# design 1

### Gate-type map, design 1

(8 px per um)
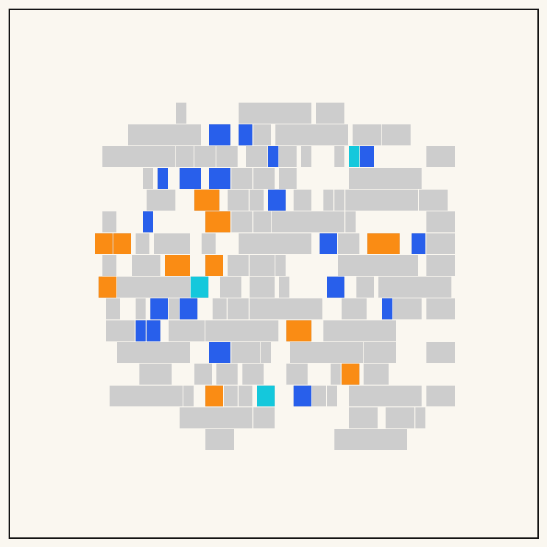

<file path="src/rtl/gate_code_pkg.sv">
// gate_code_pkg: function codes, truth tables and FSM states for the gate code identifier
package gate_code_pkg;
  localparam logic [1:0] CODE_XOR3  = 2'b00;
  localparam logic [1:0] CODE_NAND3 = 2'b01;
  localparam logic [1:0] CODE_NOR3  = 2'b10;
  localparam logic [1:0] CODE_XNOR3 = 2'b11;
  localparam logic [7:0] TT_XOR3  = 8'h96;
  localparam logic [7:0] TT_NAND3 = 8'h7F;
  localparam logic [7:0] TT_NOR3  = 8'h01;
  localparam logic [7:0] TT_XNOR3 = 8'h69;
  localparam logic [1:0] ST_IDLE   = 2'd0;
  localparam logic [1:0] ST_RUN    = 2'd1;
  localparam logic [1:0] ST_DECIDE = 2'd2;
  typedef enum logic [1:0] {IDLE = ST_IDLE, RUN = ST_RUN, DECIDE = ST_DECIDE} state_e;
  // {valid, code}; tables are distinct so the priority order is irrelevant
  function automatic logic [2:0] match_code(input logic [7:0] t);
    return t == TT_XOR3  ? {1'b1, CODE_XOR3}  :
           t == TT_NAND3 ? {1'b1, CODE_NAND3} :
           t == TT_NOR3  ? {1'b1, CODE_NOR3}  :
           t == TT_XNOR3 ? {1'b1, CODE_XNOR3} : 3'b000;
  endfunction
endpackage

</file>
<file path="src/rtl/gate_code_identifier_v.sv">
// gate_code_identifier_v: sweeps all 8 input vectors into a gate and identifies its function code
module gate_code_identifier_v
  import gate_code_pkg::*;
#(
  parameter int SETTLE_CYCLES = 1
) (
  input  logic       i_clk,
  input  logic       i_rst,
  input  logic       i_start,
  input  logic       i_f,
  output logic       o_a,
  output logic       o_b,
  output logic       o_c,
  output logic       o_busy,
  output logic       o_done,
  output logic       o_valid,
  output logic [1:0] o_code,
  output logic [7:0] o_observed
);
  localparam int CW = SETTLE_CYCLES > 0 ? $clog2(SETTLE_CYCLES + 1) : 1;
  state_e          state_q;
  logic [2:0]      idx_q;
  logic [CW-1:0]   cnt_q;
  logic            busy_q, done_q, valid_q;
  logic [1:0]      code_q;
  logic [7:0]      obs_q;
  logic [2:0]      match_d;
  always_comb match_d = match_code(obs_q);
  always_ff @(posedge i_clk or posedge i_rst) begin
    if (i_rst) begin
      state_q <= IDLE;
      idx_q   <= '0;
      cnt_q   <= '0;
      busy_q  <= 1'b0;
      done_q  <= 1'b0;
      valid_q <= 1'b0;
      code_q  <= '0;
      obs_q   <= '0;
    end else begin
      done_q <= 1'b0;
      case (state_q)
        IDLE: if (i_start) begin
          state_q <= RUN;
          idx_q   <= '0;
          cnt_q   <= '0;
          valid_q <= 1'b0;
          code_q  <= '0;
          obs_q   <= '0;
          busy_q  <= 1'b1;
        end
        RUN: if (cnt_q == CW'(SETTLE_CYCLES)) begin
          obs_q[idx_q] <= i_f;
          cnt_q        <= '0;
          if (idx_q == 3'd7) state_q <= DECIDE;
          else idx_q <= idx_q + 3'd1;
        end else cnt_q <= cnt_q + 1'b1;
        DECIDE: begin
          valid_q <= match_d[2];
          code_q  <= match_d[1:0];
          done_q  <= 1'b1;
          busy_q  <= 1'b0;
          state_q <= IDLE;
        end
        default: state_q <= IDLE;
      endcase
    end
  end
  assign {o_a, o_b, o_c} = state_q == RUN ? idx_q : 3'b000;
  assign o_busy     = busy_q;
  assign o_done     = done_q;
  assign o_valid    = valid_q;
  assign o_code     = code_q;
  assign o_observed = obs_q;
endmodule
</file>
<file path="config.mk">
export PLATFORM = sky130hd
export DESIGN_NAME = gate_code_identifier_v
export DESIGN_NICKNAME = d
export VERILOG_FILES = /design/src/rtl/gate_code_pkg.sv /design/src/rtl/gate_code_identifier_v.sv
export SDC_FILE = /design/constraint.sdc
export NUM_CORES = 1
export LEC_CHECK = 0
export ABC_CLOCK_PERIOD_IN_PS = 2000
export CORE_MARGIN = 10
export CORE_UTILIZATION = 50
export CTS_CLUSTER_DIAMETER = 150
export DETAILED_ROUTE_END_ITERATION = 8
export GPL_ROUTABILITY_DRIVEN = 0
export GPL_TIMING_DRIVEN = 0
export HOLD_SLACK_MARGIN = 0.15
export PLACE_DENSITY_LB_ADDON = 0.2
export SLEW_MARGIN = 20
export SYNTH_ARGS = -nofsm -noshare
export SYNTH_HDL_FRONTEND = slang
export SYNTH_SLANG_ARGS = --single-unit
</file>
<file path="constraint.sdc">
create_clock -name i_clk -period 2 [get_ports i_clk]
set_input_delay 0.4 -clock i_clk [delete_from_list [all_inputs] [get_ports i_clk]]
set_output_delay 0.4 -clock i_clk [all_outputs]
set_load 0.02 [all_outputs]
</file>
# design 2

**src/rtl/bus_xfer_ctrl_if.sv**
```systemverilog
`default_nettype none
// ============================================================================
//  Module      : bus_xfer_ctrl_if
//  Description : Request handshake and datapath-bus bundle for bus_xfer_ctrl.
//                The "slave" modport is taken by the transfer controller.
//                The "master" modport is taken by the requester/latch side.
//
//                Requester -> controller : req_valid, req_src, req_dst,
//                                          req_inc, req_mask
//                Latch file -> controller: x_bus
//                Controller -> requester : req_ready, done, err, xfer_cnt,
//                                          xfer_data
//                Controller -> latches   : out_en, in_en, in_mask, alu_inc
//  Revision    : 1.0  initial release
// ============================================================================
interface bus_xfer_ctrl_if #(
    parameter int NREGS = 8,
    parameter int WIDTH = 8
) ();
    localparam int IDX_W = (NREGS > 1) ? $clog2(NREGS) : 1;

    logic             req_valid;
    logic             req_ready;
    logic [IDX_W-1:0] req_src;
    logic [IDX_W-1:0] req_dst;
    logic             req_inc;
    logic [WIDTH-1:0] req_mask;
    logic [WIDTH-1:0] x_bus;
    logic [NREGS-1:0] out_en;
    logic [NREGS-1:0] in_en;
    logic [WIDTH-1:0] in_mask;
    logic             alu_inc;
    logic [WIDTH-1:0] xfer_data;
    logic             done;
    logic             err;
    logic [15:0]      xfer_cnt;

    modport slave (
        input  req_valid, req_src, req_dst, req_inc, req_mask, x_bus,
        output req_ready, out_en, in_en, in_mask, alu_inc, xfer_data,
               done, err, xfer_cnt
    );

    modport master (
        output req_valid, req_src, req_dst, req_inc, req_mask, x_bus,
        input  req_ready, out_en, in_en, in_mask, alu_inc, xfer_data,
               done, err, xfer_cnt
    );
endinterface
`default_nettype wire

```
**src/rtl/bus_xfer_ctrl.sv**
```systemverilog
`default_nettype none
// ============================================================================
//  Module      : bus_xfer_ctrl
//  Description : Bus transfer initiator. For each accepted request it enables
//                the source latch onto x_bus (DRIVE), keeps it enabled while
//                strobing the destination latch input enable (LOAD), then
//                reports completion (DONE). All outputs are registered.
//
//  Ports       : ph1    - clock, all state changes on rising edge
//                reset  - synchronous active-high reset
//                bus    - bus_xfer_ctrl_if.slave (request handshake, x_bus
//                         snoop, latch enables, status and counters)
//  Revision    : 1.0  initial release
// ============================================================================
module bus_xfer_ctrl #(
    parameter int NREGS    = 8,
    parameter int WIDTH    = 8,
    parameter int FLAG_IDX = 7
) (
    input  wire logic         ph1,
    input  wire logic         reset,
    bus_xfer_ctrl_if.slave    bus
);

    localparam int                 IDX_W      = (NREGS > 1) ? $clog2(NREGS) : 1;
    localparam logic [NREGS-1:0]   c_ONE      = NREGS'(1);
    localparam logic [IDX_W-1:0]   c_MAX_IDX  = IDX_W'(NREGS - 1);
    localparam logic [IDX_W-1:0]   c_FLAG_IDX = IDX_W'(FLAG_IDX);
    localparam logic [15:0]        c_CNT_MAX  = 16'hFFFF;

    typedef enum logic [1:0] {
        S_IDLE  = 2'd0,
        S_DRIVE = 2'd1,
        S_LOAD  = 2'd2,
        S_DONE  = 2'd3
    } state_t;

    state_t           r_state;
    logic [IDX_W-1:0] r_src;
    logic [IDX_W-1:0] r_dst;
    logic             r_inc;
    logic [WIDTH-1:0] r_mask;
    logic [NREGS-1:0] r_out_en;
    logic [NREGS-1:0] r_in_en;
    logic [WIDTH-1:0] r_in_mask;
    logic             r_alu_inc;
    logic [WIDTH-1:0] r_xfer_data;
    logic             r_done;
    logic             r_err;
    logic             r_ready;
    logic [15:0]      r_xfer_cnt;

    state_t           w_next_state;
    logic             w_accept;
    logic             w_src_ok;
    logic             w_dst_ok;
    logic             w_req_ok;
    logic             w_latch;
    logic [NREGS-1:0] w_out_en_nx;
    logic [NREGS-1:0] w_in_en_nx;
    logic [WIDTH-1:0] w_in_mask_nx;
    logic             w_alu_inc_nx;
    logic             w_done_nx;
    logic             w_err_nx;
    logic             w_ready_nx;

    // r_ready is only ever set while the FSM sits in IDLE or DONE, so it
    // doubles as the "can accept" qualifier.
    assign w_accept = bus.req_valid & r_ready;

    // Out-of-range indices only exist when NREGS is not a power of two.
    generate
        if (NREGS == (1 << IDX_W)) begin : g_pow2_range
            assign w_src_ok = 1'b1;
            assign w_dst_ok = 1'b1;
        end else begin : g_partial_range
            assign w_src_ok = (bus.req_src <= c_MAX_IDX);
            assign w_dst_ok = (bus.req_dst <= c_MAX_IDX);
        end
    endgenerate

    assign w_req_ok = w_src_ok & w_dst_ok;

    // ------------------------------------------------------------------
    // Next-state and next-output decode. Outputs are computed one cycle
    // ahead and registered so the enables are glitch-free for a full cycle.
    // ------------------------------------------------------------------
    always_comb begin
        w_next_state = r_state;
        w_latch      = 1'b0;
        w_out_en_nx  = '0;
        w_in_en_nx   = '0;
        w_in_mask_nx = '0;
        w_alu_inc_nx = 1'b0;
        w_done_nx    = 1'b0;
        w_err_nx     = 1'b0;
        w_ready_nx   = 1'b0;

        case (r_state)
            S_IDLE, S_DONE: begin
                w_next_state = S_IDLE;
                w_ready_nx   = 1'b1;
                if (w_accept) begin
                    if (w_req_ok) begin
                        w_latch      = 1'b1;
                        w_next_state = S_DRIVE;
                        w_out_en_nx  = c_ONE << bus.req_src;
                        w_alu_inc_nx = bus.req_inc;
                        w_ready_nx   = 1'b0;
                    end else begin
                        // Consumed but dropped: report and remain idle.
                        w_err_nx = 1'b1;
                    end
                end
            end

            S_DRIVE: begin
                // Source stays on x_bus through LOAD so the ALU output is
                // stable while the destination samples it.
                w_next_state = S_LOAD;
                w_out_en_nx  = c_ONE << r_src;
                w_in_en_nx   = c_ONE << r_dst;
                w_in_mask_nx = (r_dst == c_FLAG_IDX) ? r_mask : {WIDTH{1'b1}};
                w_alu_inc_nx = r_inc;
            end

            S_LOAD: begin
                w_next_state = S_DONE;
                w_done_nx    = 1'b1;
                w_ready_nx   = 1'b1;
            end

            default: begin
                w_next_state = S_IDLE;
            end
        endcase
    end

    // ------------------------------------------------------------------
    // State, request fields and registered outputs
    // ------------------------------------------------------------------
    always_ff @(posedge ph1) begin
        if (reset) begin
            r_state     <= S_IDLE;
            r_src       <= '0;
            r_dst       <= '0;
            r_inc       <= 1'b0;
            r_mask      <= '0;
            r_out_en    <= '0;
            r_in_en     <= '0;
            r_in_mask   <= '0;
            r_alu_inc   <= 1'b0;
            r_xfer_data <= '0;
            r_done      <= 1'b0;
            r_err       <= 1'b0;
            r_ready     <= 1'b0;
            r_xfer_cnt  <= '0;
        end else begin
            r_state   <= w_next_state;
            r_out_en  <= w_out_en_nx;
            r_in_en   <= w_in_en_nx;
            r_in_mask <= w_in_mask_nx;
            r_alu_inc <= w_alu_inc_nx;
            r_done    <= w_done_nx;
            r_err     <= w_err_nx;
            r_ready   <= w_ready_nx;

            if (w_latch) begin
                r_src  <= bus.req_src;
                r_dst  <= bus.req_dst;
                r_inc  <= bus.req_inc;
                r_mask <= bus.req_mask;
            end

            // The LOAD-ending edge is the commit point: capture the source
            // value and count the transfer alongside the done pulse.
            if (r_state == S_LOAD) begin
                r_xfer_data <= bus.x_bus;
                if (r_xfer_cnt != c_CNT_MAX) begin
                    r_xfer_cnt <= r_xfer_cnt + 16'd1;
                end
            end
        end
    end

    assign bus.req_ready = r_ready;
    assign bus.out_en    = r_out_en;
    assign bus.in_en     = r_in_en;
    assign bus.in_mask   = r_in_mask;
    assign bus.alu_inc   = r_alu_inc;
    assign bus.xfer_data = r_xfer_data;
    assign bus.done      = r_done;
    assign bus.err       = r_err;
    assign bus.xfer_cnt  = r_xfer_cnt;

endmodule
`default_nettype wire

```
**src/flat_wrapper.sv**
```systemverilog
// flat-port wrapper written by rule: the top's interface ports become plain ports
module bus_xfer_ctrl_flat 
#(
    parameter int NREGS    = 8,
    parameter int WIDTH    = 8,
    parameter int FLAG_IDX = 7
)
  (ph1, reset, bus_req_valid, bus_req_src, bus_req_dst, bus_req_inc, bus_req_mask, bus_x_bus, bus_req_ready, bus_out_en, bus_in_en, bus_in_mask, bus_alu_inc, bus_xfer_data, bus_done, bus_err, bus_xfer_cnt);
  bus_xfer_ctrl_if #(.NREGS(NREGS), .WIDTH(WIDTH)) bus_i ();
  input  wire logic ph1;
  input  wire logic reset;
  input wire logic [$bits(bus_i.req_valid)-1:0] bus_req_valid;
  input wire logic [$bits(bus_i.req_src)-1:0] bus_req_src;
  input wire logic [$bits(bus_i.req_dst)-1:0] bus_req_dst;
  input wire logic [$bits(bus_i.req_inc)-1:0] bus_req_inc;
  input wire logic [$bits(bus_i.req_mask)-1:0] bus_req_mask;
  input wire logic [$bits(bus_i.x_bus)-1:0] bus_x_bus;
  output wire logic [$bits(bus_i.req_ready)-1:0] bus_req_ready;
  output wire logic [$bits(bus_i.out_en)-1:0] bus_out_en;
  output wire logic [$bits(bus_i.in_en)-1:0] bus_in_en;
  output wire logic [$bits(bus_i.in_mask)-1:0] bus_in_mask;
  output wire logic [$bits(bus_i.alu_inc)-1:0] bus_alu_inc;
  output wire logic [$bits(bus_i.xfer_data)-1:0] bus_xfer_data;
  output wire logic [$bits(bus_i.done)-1:0] bus_done;
  output wire logic [$bits(bus_i.err)-1:0] bus_err;
  output wire logic [$bits(bus_i.xfer_cnt)-1:0] bus_xfer_cnt;
  assign bus_i.req_valid = bus_req_valid;
  assign bus_i.req_src = bus_req_src;
  assign bus_i.req_dst = bus_req_dst;
  assign bus_i.req_inc = bus_req_inc;
  assign bus_i.req_mask = bus_req_mask;
  assign bus_i.x_bus = bus_x_bus;
  assign bus_req_ready = bus_i.req_ready;
  assign bus_out_en = bus_i.out_en;
  assign bus_in_en = bus_i.in_en;
  assign bus_in_mask = bus_i.in_mask;
  assign bus_alu_inc = bus_i.alu_inc;
  assign bus_xfer_data = bus_i.xfer_data;
  assign bus_done = bus_i.done;
  assign bus_err = bus_i.err;
  assign bus_xfer_cnt = bus_i.xfer_cnt;
  bus_xfer_ctrl #(.NREGS(NREGS), .WIDTH(WIDTH), .FLAG_IDX(FLAG_IDX)) u_core (.ph1(ph1), .reset(reset), .bus(bus_i));
endmodule
```
**config.mk**
```make
export PLATFORM = sky130hd
export DESIGN_NAME = bus_xfer_ctrl_flat
export DESIGN_NICKNAME = d
export VERILOG_FILES = /design/src/rtl/bus_xfer_ctrl_if.sv /design/src/rtl/bus_xfer_ctrl.sv /design/src/flat_wrapper.sv
export SDC_FILE = /design/constraint.sdc
export NUM_CORES = 1
export LEC_CHECK = 0
export CORE_MARGIN = 2
export CORE_UTILIZATION = 40
export CTS_CLUSTER_DIAMETER = 150
export DETAILED_ROUTE_END_ITERATION = 16
export HOLD_SLACK_MARGIN = 0.08
export PLACE_DENSITY = 0.72
export SKIP_LAST_GASP = 1
export SLEW_MARGIN = 30
export SYNTH_ARGS = -nofsm -noshare
export SYNTH_HDL_FRONTEND = slang
export SYNTH_SLANG_ARGS = --single-unit
```
**constraint.sdc**
```tcl
create_clock -name ph1 -period 1.85 [get_ports ph1]
set_clock_uncertainty 0.1 [all_clocks]
set_input_delay 0.37 -clock ph1 [delete_from_list [all_inputs] [get_ports ph1]]
set_output_delay 0.37 -clock ph1 [all_outputs]
set_load 0.01 [all_outputs]
```
# design 3

$ cat src/rtl/mvm_pkg.sv
// rtl/mvm_pkg.sv - shared FSM state type and default widths for the MVM accumulate/write-back path
package mvm_pkg;

    typedef enum logic [1:0] {
        IDLE  = 2'd0,
        ACCUM = 2'd1,
        FLUSH = 2'd2
    } acc_state_t;

    localparam int DEF_IWIDTH    = 32;
    localparam int DEF_OWIDTH    = 32;
    localparam int DEF_OUT_ADDRW = 8;

endpackage

$ cat src/rtl/accum_unit.sv
// rtl/accum_unit.sv - accumulator register with first/load select; clamps when ACCUM_SATURATE_EN is defined
module accum_unit
    import mvm_pkg::*;
#(
    parameter int IWIDTH = DEF_IWIDTH,
    parameter int OWIDTH = DEF_OWIDTH
) (
    input  logic                     clk,
    input  logic                     rst,
    input  logic                     clear,
    input  logic                     load,
    input  logic                     first,
    input  logic signed [IWIDTH-1:0] idata,
    output logic signed [OWIDTH-1:0] sum
);

    logic signed [OWIDTH-1:0] acc;
    logic signed [OWIDTH-1:0] ext;
    logic signed [OWIDTH-1:0] added;

    assign ext = OWIDTH'(idata);

`ifdef ACCUM_SATURATE_EN
    localparam logic signed [OWIDTH-1:0] MAX_VAL = {1'b0, {(OWIDTH-1){1'b1}}};
    localparam logic signed [OWIDTH-1:0] MIN_VAL = {1'b1, {(OWIDTH-1){1'b0}}};

    logic signed [OWIDTH:0] wide;

    assign wide = {acc[OWIDTH-1], acc} + {ext[OWIDTH-1], ext};

    // Clamp when the extra sign bit disagrees with the top result bit (signed overflow)
    always_comb begin
        added = wide[OWIDTH-1:0];
        if (wide[OWIDTH] != wide[OWIDTH-1]) begin
            added = wide[OWIDTH] ? MIN_VAL : MAX_VAL;
        end
    end
`else
    assign added = acc + ext;
`endif

    // Value acc takes on this beat; also the result written when the beat is the last one
    assign sum = first ? ext : added;

    // Accumulator register: cleared at job launch, updated on every accepted beat
    always_ff @(posedge clk) begin
        if (rst || clear) begin
            acc <= '0;
        end else if (load) begin
            acc <= sum;
        end
    end

endmodule

$ cat src/rtl/accum_wb.sv
// rtl/accum_wb.sv - dot-product accumulate and result write-back sequencer; optional clamp via ACCUM_SATURATE_EN
module accum_wb
    import mvm_pkg::*;
#(
    parameter int IWIDTH    = DEF_IWIDTH,
    parameter int OWIDTH    = DEF_OWIDTH,
    parameter int OUT_ADDRW = DEF_OUT_ADDRW
) (
    input  logic                     clk,
    input  logic                     rst,
    input  logic                     start,
    input  logic [OUT_ADDRW-1:0]     out_start_addr,
    input  logic [OUT_ADDRW:0]       out_num_results,
    input  logic                     ivalid,
    input  logic signed [IWIDTH-1:0] idata,
    input  logic                     accum_first,
    input  logic                     accum_last,
    output logic [OUT_ADDRW-1:0]     out_waddr,
    output logic [OWIDTH-1:0]        out_wdata,
    output logic                     out_wen,
    output logic                     busy,
    output logic                     done
);

    localparam int OUT_SIZEW = OUT_ADDRW + 1;
    localparam logic [OUT_SIZEW-1:0] ONE = OUT_SIZEW'(1);

    acc_state_t               state;
    logic [OUT_ADDRW-1:0]     r_start_addr;
    logic [OUT_SIZEW-1:0]     r_num_results;
    logic [OUT_SIZEW-1:0]     wcount;
    logic                     beat;
    logic                     launch;
    logic signed [OWIDTH-1:0] sum;

    // Beats count only while results are still owed; the rest of the job's beats are dropped
    assign beat   = (state == ACCUM) && ivalid && (wcount != r_num_results);
    assign launch = (state == IDLE) && start;

    accum_unit #(
        .IWIDTH (IWIDTH),
        .OWIDTH (OWIDTH)
    ) u_accum_unit (
        .clk   (clk),
        .rst   (rst),
        .clear (launch),
        .load  (beat),
        .first (accum_first),
        .idata (idata),
        .sum   (sum)
    );

    // Job FSM, write-address counter and registered write/status outputs
    always_ff @(posedge clk) begin
        if (rst) begin
            state         <= IDLE;
            r_start_addr  <= '0;
            r_num_results <= '0;
            wcount        <= '0;
            out_waddr     <= '0;
            out_wdata     <= '0;
            out_wen       <= 1'b0;
            busy          <= 1'b0;
            done          <= 1'b0;
        end else begin
            out_wen <= 1'b0;
            done    <= 1'b0;
            case (state)
                IDLE: begin
                    if (start) begin
                        r_start_addr  <= out_start_addr;
                        r_num_results <= out_num_results;
                        wcount        <= '0;
                        busy          <= 1'b1;
                        state         <= ACCUM;
                    end
                end
                ACCUM: begin
                    if (wcount == r_num_results) begin
                        done  <= 1'b1;
                        state <= FLUSH;
                    end else if (beat && accum_last) begin
                        out_wen   <= 1'b1;
                        out_wdata <= sum;
                        out_waddr <= r_start_addr + wcount[OUT_ADDRW-1:0];
                        wcount    <= wcount + ONE;
                    end
                end
                FLUSH: begin
                    busy  <= 1'b0;
                    state <= IDLE;
                end
                default: begin
                    busy  <= 1'b0;
                    state <= IDLE;
                end
            endcase
        end
    end

endmodule
$ cat config.mk
export PLATFORM = sky130hd
export DESIGN_NAME = accum_wb
export DESIGN_NICKNAME = d
export VERILOG_FILES = /design/src/rtl/mvm_pkg.sv /design/src/rtl/accum_unit.sv /design/src/rtl/accum_wb.sv
export SDC_FILE = /design/constraint.sdc
export NUM_CORES = 1
export LEC_CHECK = 0
export CAP_MARGIN = 5
export CORE_MARGIN = 1
export CORE_UTILIZATION = 54
export DETAILED_ROUTE_END_ITERATION = 8
export HOLD_SLACK_MARGIN = 0.12
export PLACE_DENSITY = 0.8
export SYNTH_ARGS = -nofsm -noshare
export SYNTH_HDL_FRONTEND = slang
export SYNTH_SLANG_ARGS = --single-unit
export TNS_END_PERCENT = 100
$ cat constraint.sdc
create_clock -name clk -period 3.54 [get_ports clk]
set_input_delay 0.708 -clock clk [delete_from_list [all_inputs] [get_ports clk]]
set_output_delay 0.708 -clock clk [all_outputs]
set_load 0.05 [all_outputs]
### Gate-type map, design 3

(6 px per um)
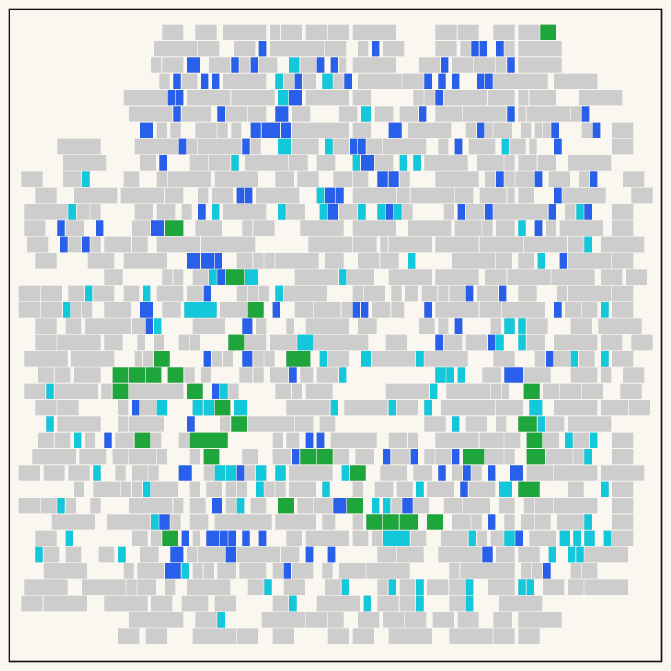
legend:
  green:
    family: non-inverting ao/oa cells
    cells: 34
    most_used: a21o_1
  blue:
    family: nand cells
    cells: 132
    most_used: nand2_1
  cyan:
    family: nor cells
    cells: 112
    most_used: nor2_1
    where: all over the die
combinational share of cell area: 0.5053
number of standard cells in the layout, taps in and fillers out: 988
top logic cell by instance count in the layout: sky130_fd_sc_hd__dfxtp_1

==> results.toml, design 3 <==
# flow metrics
[die]
dieArea_um2 = 11760
core-area_um2 = 10940

[setup_path]
timing.critical_path.max_delay_family = "AND-OR/OR-AND gates"
worstRegToRegCells = 11
worst_ep_arrival_time_ns = 3.56
worst_ep_required_ns = 3.82

[clock_network]
cts_inserted_buffers = 9
cts.path.max_buffers = 2
hold_buffers = 0
tritoncts = "yes"

[job]
tool_warnings = 26

[logic_synthesis]
numSynthFlops = 103
most_common_cell = "sky130_fd_sc_hd__dfxtp_1"
flop_cell = "sky130_fd_sc_hd__dfxtp_1"
synth_area_um2 = 6118

[detailed_routing]
drt_pass1_iterations = 5
routed_via_density = 5.874

[run_status]
run_status = "finished, final reports clean"

[place]
dpl.hpwl_um = 11590

[layout]
post-route-util = 0.6924
largest_registers = "out_wdata x32, u_accum_unit.acc x32"

[grt]
grt_pass1_wl_um = 26590

[sta]
peak_freq_mhz = 304.5
slew_headroom = 0.4727

[power]
sequentialPowerShare = 0.423
[design 3: final cells by class]
type	count	area [um2]
clock buffers	10	239.0
clock inverters	6	60.06
fillers	921	3363
inverters	13	48.80
multi-input cells	593	3826
flip-flops and latches	103	2062
well taps	140	175.2
repair buffers	123	1161
[design 3: layer usage]
metal | GRT usage | part of all wire | vias up
met5 | 0 | 0 | -
met1 | 0.3614 | 0.44 | 2695
met2 | 0.4887 | 0.47 | 203
met4 | 0.1226 | 0.028 | 0
met3 | 0.05003 | 0.060 | 34
li1 | - | - | 2872
[design 3: worst max path at each step]
| stage | startpoint | to | slack (ns) | cells after the start |
|---|---|---|---|---|
| after floorplan | idata[0] | out_wdata[26]$_SDFFE_PP0P_ | 0.48 | 11 |
| after CTS | idata[0] | out_wdata[26]$_SDFFE_PP0P_ | 0.27 | 12 |
| after detailed placement | idata[0] | out_wdata[26]$_SDFFE_PP0P_ | -0.1 | 12 |
| final | idata[0] | out_wdata[26]$_SDFFE_PP0P_ | 0.26 | 12 |
| after global routing | idata[0] | out_wdata[26]$_SDFFE_PP0P_ | 0.15 | 12 |
| after global placement | idata[0] | out_wdata[26]$_SDFFE_PP0P_ | -0.02 | 12 |
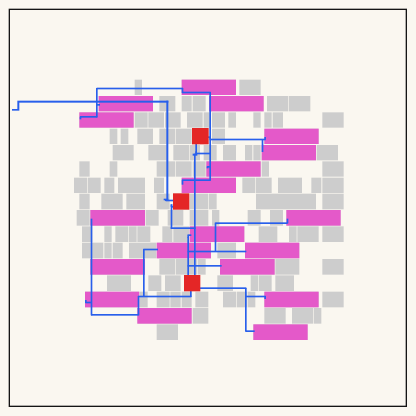
*Routed clock nets over the placement, design 1*
(6 px per um)
legend:
  magenta:
    item: flip-flops
    count: 19
  blue:
    item: clock wires
    length: 256 um
  red:
    item: clock drivers
    count: 3
routed clock nets: 4
Clk network pwr share: 0.097
worst-skew pair later-pin latency: 0.31 ns
clock distribution power: 0.200 mW
Clock Skew: 0.01531 ns

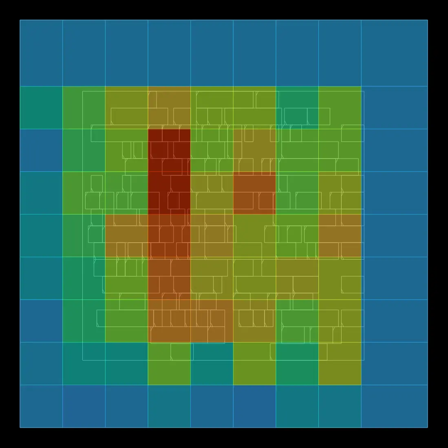
*Routing congestion, design 1*
met1 track utilization from global routing: 0.1259
met3 layer usage reported by global route: 0.03390
met2 track demand over resource: 0.1727
final routed wire length divided by cell count: 13.94 um
Core Util, Final: 0.6503

Notes on 'Gate-type map' of design 1 above:
legend:
  cyan:
    family: nor cells
    cells: 3
    most_used: nor2b_1
  orange:
    family: and/or cells
    cells: 11
    most_used: and2_1
  blue:
    family: nand cells
    cells: 19
    most_used: nand2_1
top logic cell by instance count in the layout: sky130_fd_sc_hd__dfrtp_1
number of standard cells in the layout, taps in and fillers out: 156
combinational share of cell area: 0.3835

==> results.toml, design 1 <==
# flow metrics
[run_status]
run_status = "finished, final reports clean"

[layout]
largest_register_ffs = 8
drive_above_1_share = 0.1395
fillerInstances = 171

[logic_synthesis]
post_synth_inst_count = 107
synthSimpleGateAreaFrac = 0.1957
flop_cell = "sky130_fd_sc_hd__dfrtp_1"
enable_flop_cells = 0
avgSynthCellArea_um2 = 9.858
postSynth.asyncResetShare = 1.000
syn_nets = 113

[die]
core-area_um2 = 1982
die_height_um = 65.93
starting_density = 0.5322
dieArea_um2 = 4347

[power]
p_comb_frac = 0.579
cellInternalPower_mw = 1.128
p_sw_frac = 0.4512

[setup_path]
cp.buffers_inverters = 3
timing.critical_path.max_delay_family = "buffers and inverters"
worst_ep_arrival_time_ns = 1.44
critPathKind = "flip-flop to output port"
worst-path-stages = 5

[sta]
timing_worst_slew_pin_value_ns = 0.7378
fin_tns_setup_ns = 0

[clock_network]
cts_inserted_buffers = 3
tritoncts = "yes"

[grt]
grtUsageTotal = 0.1077

[detailed_routing]
drtAntennaViolNets = 0
==> design 1: repair_timing <==
item | CTS | global route
setup endpoints to repair | 3 | 3
gates cloned | 0 | 0
resized | 4 | 6
==> design 1: final cells by class <==
class	count	area (um2)	share of cell area
multi-input cells	67	494.2	0.3835
flip-flops and latches	19	475.5	0.3689
repair buffers	19	175.2	0.1359
inverters	13	48.80	0.03786
plain buffers	7	33.78	0.02621
well taps	27	33.78	0.02621
clock buffers	3	22.52	0.01748
clock inverters	1	5.005	0.003883
==> design 1: metal layers <==
layer	wire [um]	up-vias	global-route usage	share of wire
met2	1014	27	0.1727	0.47
met4	37	0	0.05497	0.017
met3	184	5	0.03390	0.085
met1	938	404	0.1259	0.43
met5	0	-	0	0
li1	-	434	-	-
==> design 1: stage by stage <==
| stage | setup WS [ns] | util | hold slack [ns] |
|---|---|---|---|
| floorplan | 0.5564 | - | 0.3511 |
| finish | 0.1619 | 0.6503 | 0.4898 |
| global route | 0.04670 | 0.6503 | 0.5226 |
| global placement | 0.05156 | 0.6452 | 0.4661 |
| detailed placement | 0.05126 | 0.6452 | 0.4667 |
| CTS | 0.0001159 | 0.6559 | 0.4940 |
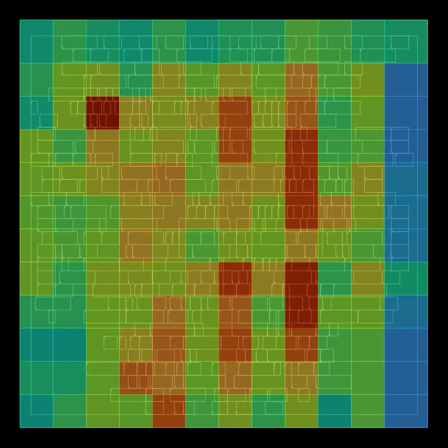
*Routing congestion, design 2*
Core Util, Final: 0.6095
met1 track utilization from global routing: 0.2436
final routed wire length divided by cell count: 13.38 um
overall global routing resource usage: 0.1842

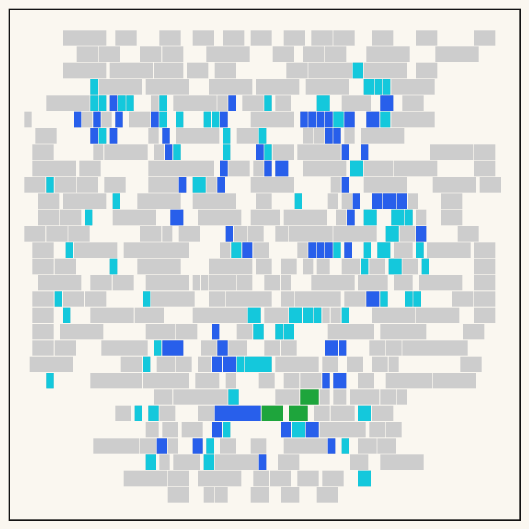
*Gate-type map, design 2*
(6 px per um)
legend:
  cyan:
    family: nor cells
    cells: 74
    most_used: nor2_1
  blue:
    family: nand cells
    cells: 60
    most_used: nand2_1
  green:
    family: non-inverting ao/oa cells
    cells: 3
    most_used: o31a_1
top logic cell by instance count in the layout: sky130_fd_sc_hd__clkdlybuf4s50_1
combinational share of cell area: 0.3117
number of standard cells in the layout, taps in and fillers out: 475

==> results.toml, design 2 <==
# flow metrics
[grt]
overflow = 0
gr-max-usage-layer = "met2"

[run_status]
run_status = "finished, final reports clean"

[min_path]
min_path_type = "flip-flop to flip-flop"

[detailed_routing]
topRoutingLayerUsed = "met4"
detailroute.wirelength.met2_um = 3043
amount_of_wire_on_met3_after_detailed_routing_um = 338
drtAntennaViolNets = 0

[setup_path]
worst_ep_arrival_time_ns = 1.34
worst-path-stages = 2
worst-path-max-fanout = 3
minimum_setup_slack_among_reg_to_reg_paths_ns = 0.07
worst_setup_path_start_kind = "flip-flop"

[logic_synthesis]
flop_cell = "sky130_fd_sc_hd__dfxtp_1"
numSynthFlops = 68
post-synth-top-area-cell = "sky130_fd_sc_hd__dfxtp_1"
syn_nets = 329
compound_area_frac = 0.1090

[sta]
setup_viol_count_final = 0
report.final.hold_viol_count = 0

[clock_network]
htreeDepth = 3

[power]
power_density_nw_per_um2 = 864.2

[layout]
layout.area.seq_um2 = 1376
finish.net_count = 422

[place]
gp_congestion = 0.8085
-- design 2: flip-flops by register name, indices dropped and copies added (netlist names), 2 cells and up --
name                  count
u_core.bus.in_en          8
u_core.bus.in_mask        8
u_core.bus.out_en         8
u_core.bus.xfer_cnt      16
u_core.bus.xfer_data      8
u_core.r_dst              3
u_core.r_mask             8
u_core.r_src              3
u_core.r_state            2
-- design 2: worst reg2reg max path, cell delays in order, from the launching register on --
cell and delay (ns):
sky130_fd_sc_hd__dfxtp_1 0.32, sky130_fd_sc_hd__inv_1 0.10, sky130_fd_sc_hd__ha_4 0.17, sky130_fd_sc_hd__nand3_1 0.08
sky130_fd_sc_hd__or4_1 0.41, sky130_fd_sc_hd__a21oi_1 0.15, sky130_fd_sc_hd__mux2_2 0.35
-- design 2: power by group --
part	total, mW	internal (mW)	switching [mW]
clock network	1.46	0.898	0.560
registers	1.55	1.52	0.0376
logic	0.333	0.176	0.157
-- design 2: area by class of cell --
class,instances,share of cell area
multi-input combinational,211,0.3117
clock inverter,6,0.02910
tap,77,0.02489
inverter,3,0.002910
sequential,68,0.3556
clock buffer,10,0.03298
timing repair buffer,100,0.2428

==> screenshots <==
Wiring heat map.
Plate I
(6 px per um) The die is cut into 13 by 13 equal tiles; white is low, dark blue is high, scaled to the fullest tile. Values are wire area over tile area, all layers added.
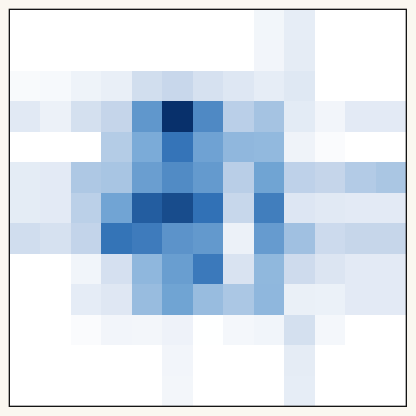
Plate II
(3 px per um) The die is cut into 22 by 22 equal tiles; white is low, dark blue is high, scaled to the fullest tile. Values are wire area over tile area, all layers added.
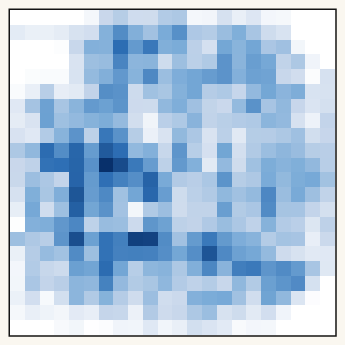
Plate III
(4 px per um) The die is cut into 17 by 17 equal tiles; white is low, dark blue is high, scaled to the fullest tile. Values are wire area over tile area, all layers added.
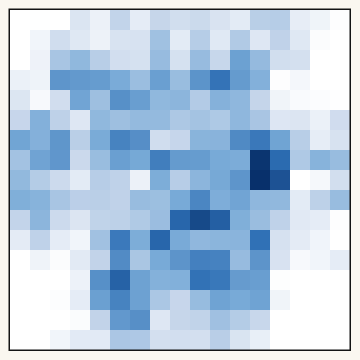
- design 3 = Plate II
- design 1 = Plate I
- design 2 = Plate III



==> gallery <==
Close-up of the layout.
shot_01.png
Region (39, 18) to (69, 48) um. Cells in grey, sequential cells in the stronger grey; small squares are vias.
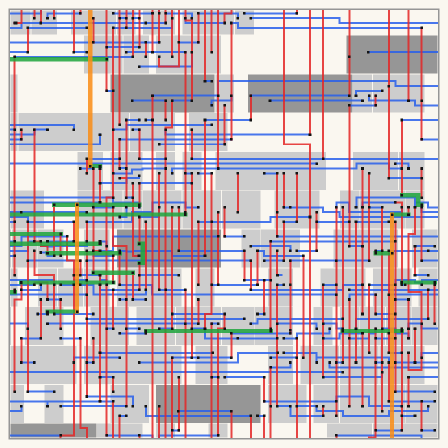
shot_02.png
Region (18, 5) to (48, 35) um. Cells in grey, sequential cells in the stronger grey; small squares are vias.
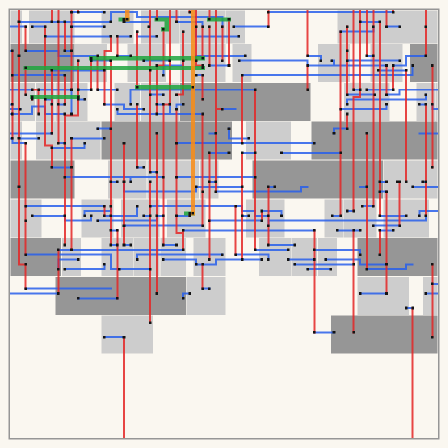
shot_03.png
Region (27, 10) to (57, 40) um. Cells in grey, sequential cells in the stronger grey; small squares are vias.
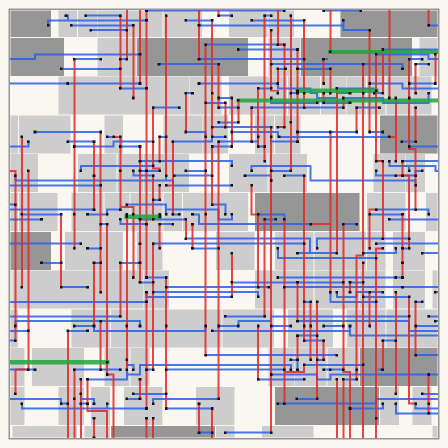
| from | picture |
|---|---|
| design 3 | shot_01.png |
| design 1 | shot_02.png |
| design 2 | shot_03.png |

Key to shot_01.png:
legend:
  blue:
    layer: metal 1
  orange:
    layer: metal 4
  red:
    layer: metal 2
  green:
    layer: metal 3
most frequent: nor2_1 (9), nand2_1 (8)
sequential cells in the window: 5
cells with their middle in the window: 78
netlist names of flops here include: u_accum_unit.acc (4), out_wdata (1)

Power and IR drop assume default switching activity.
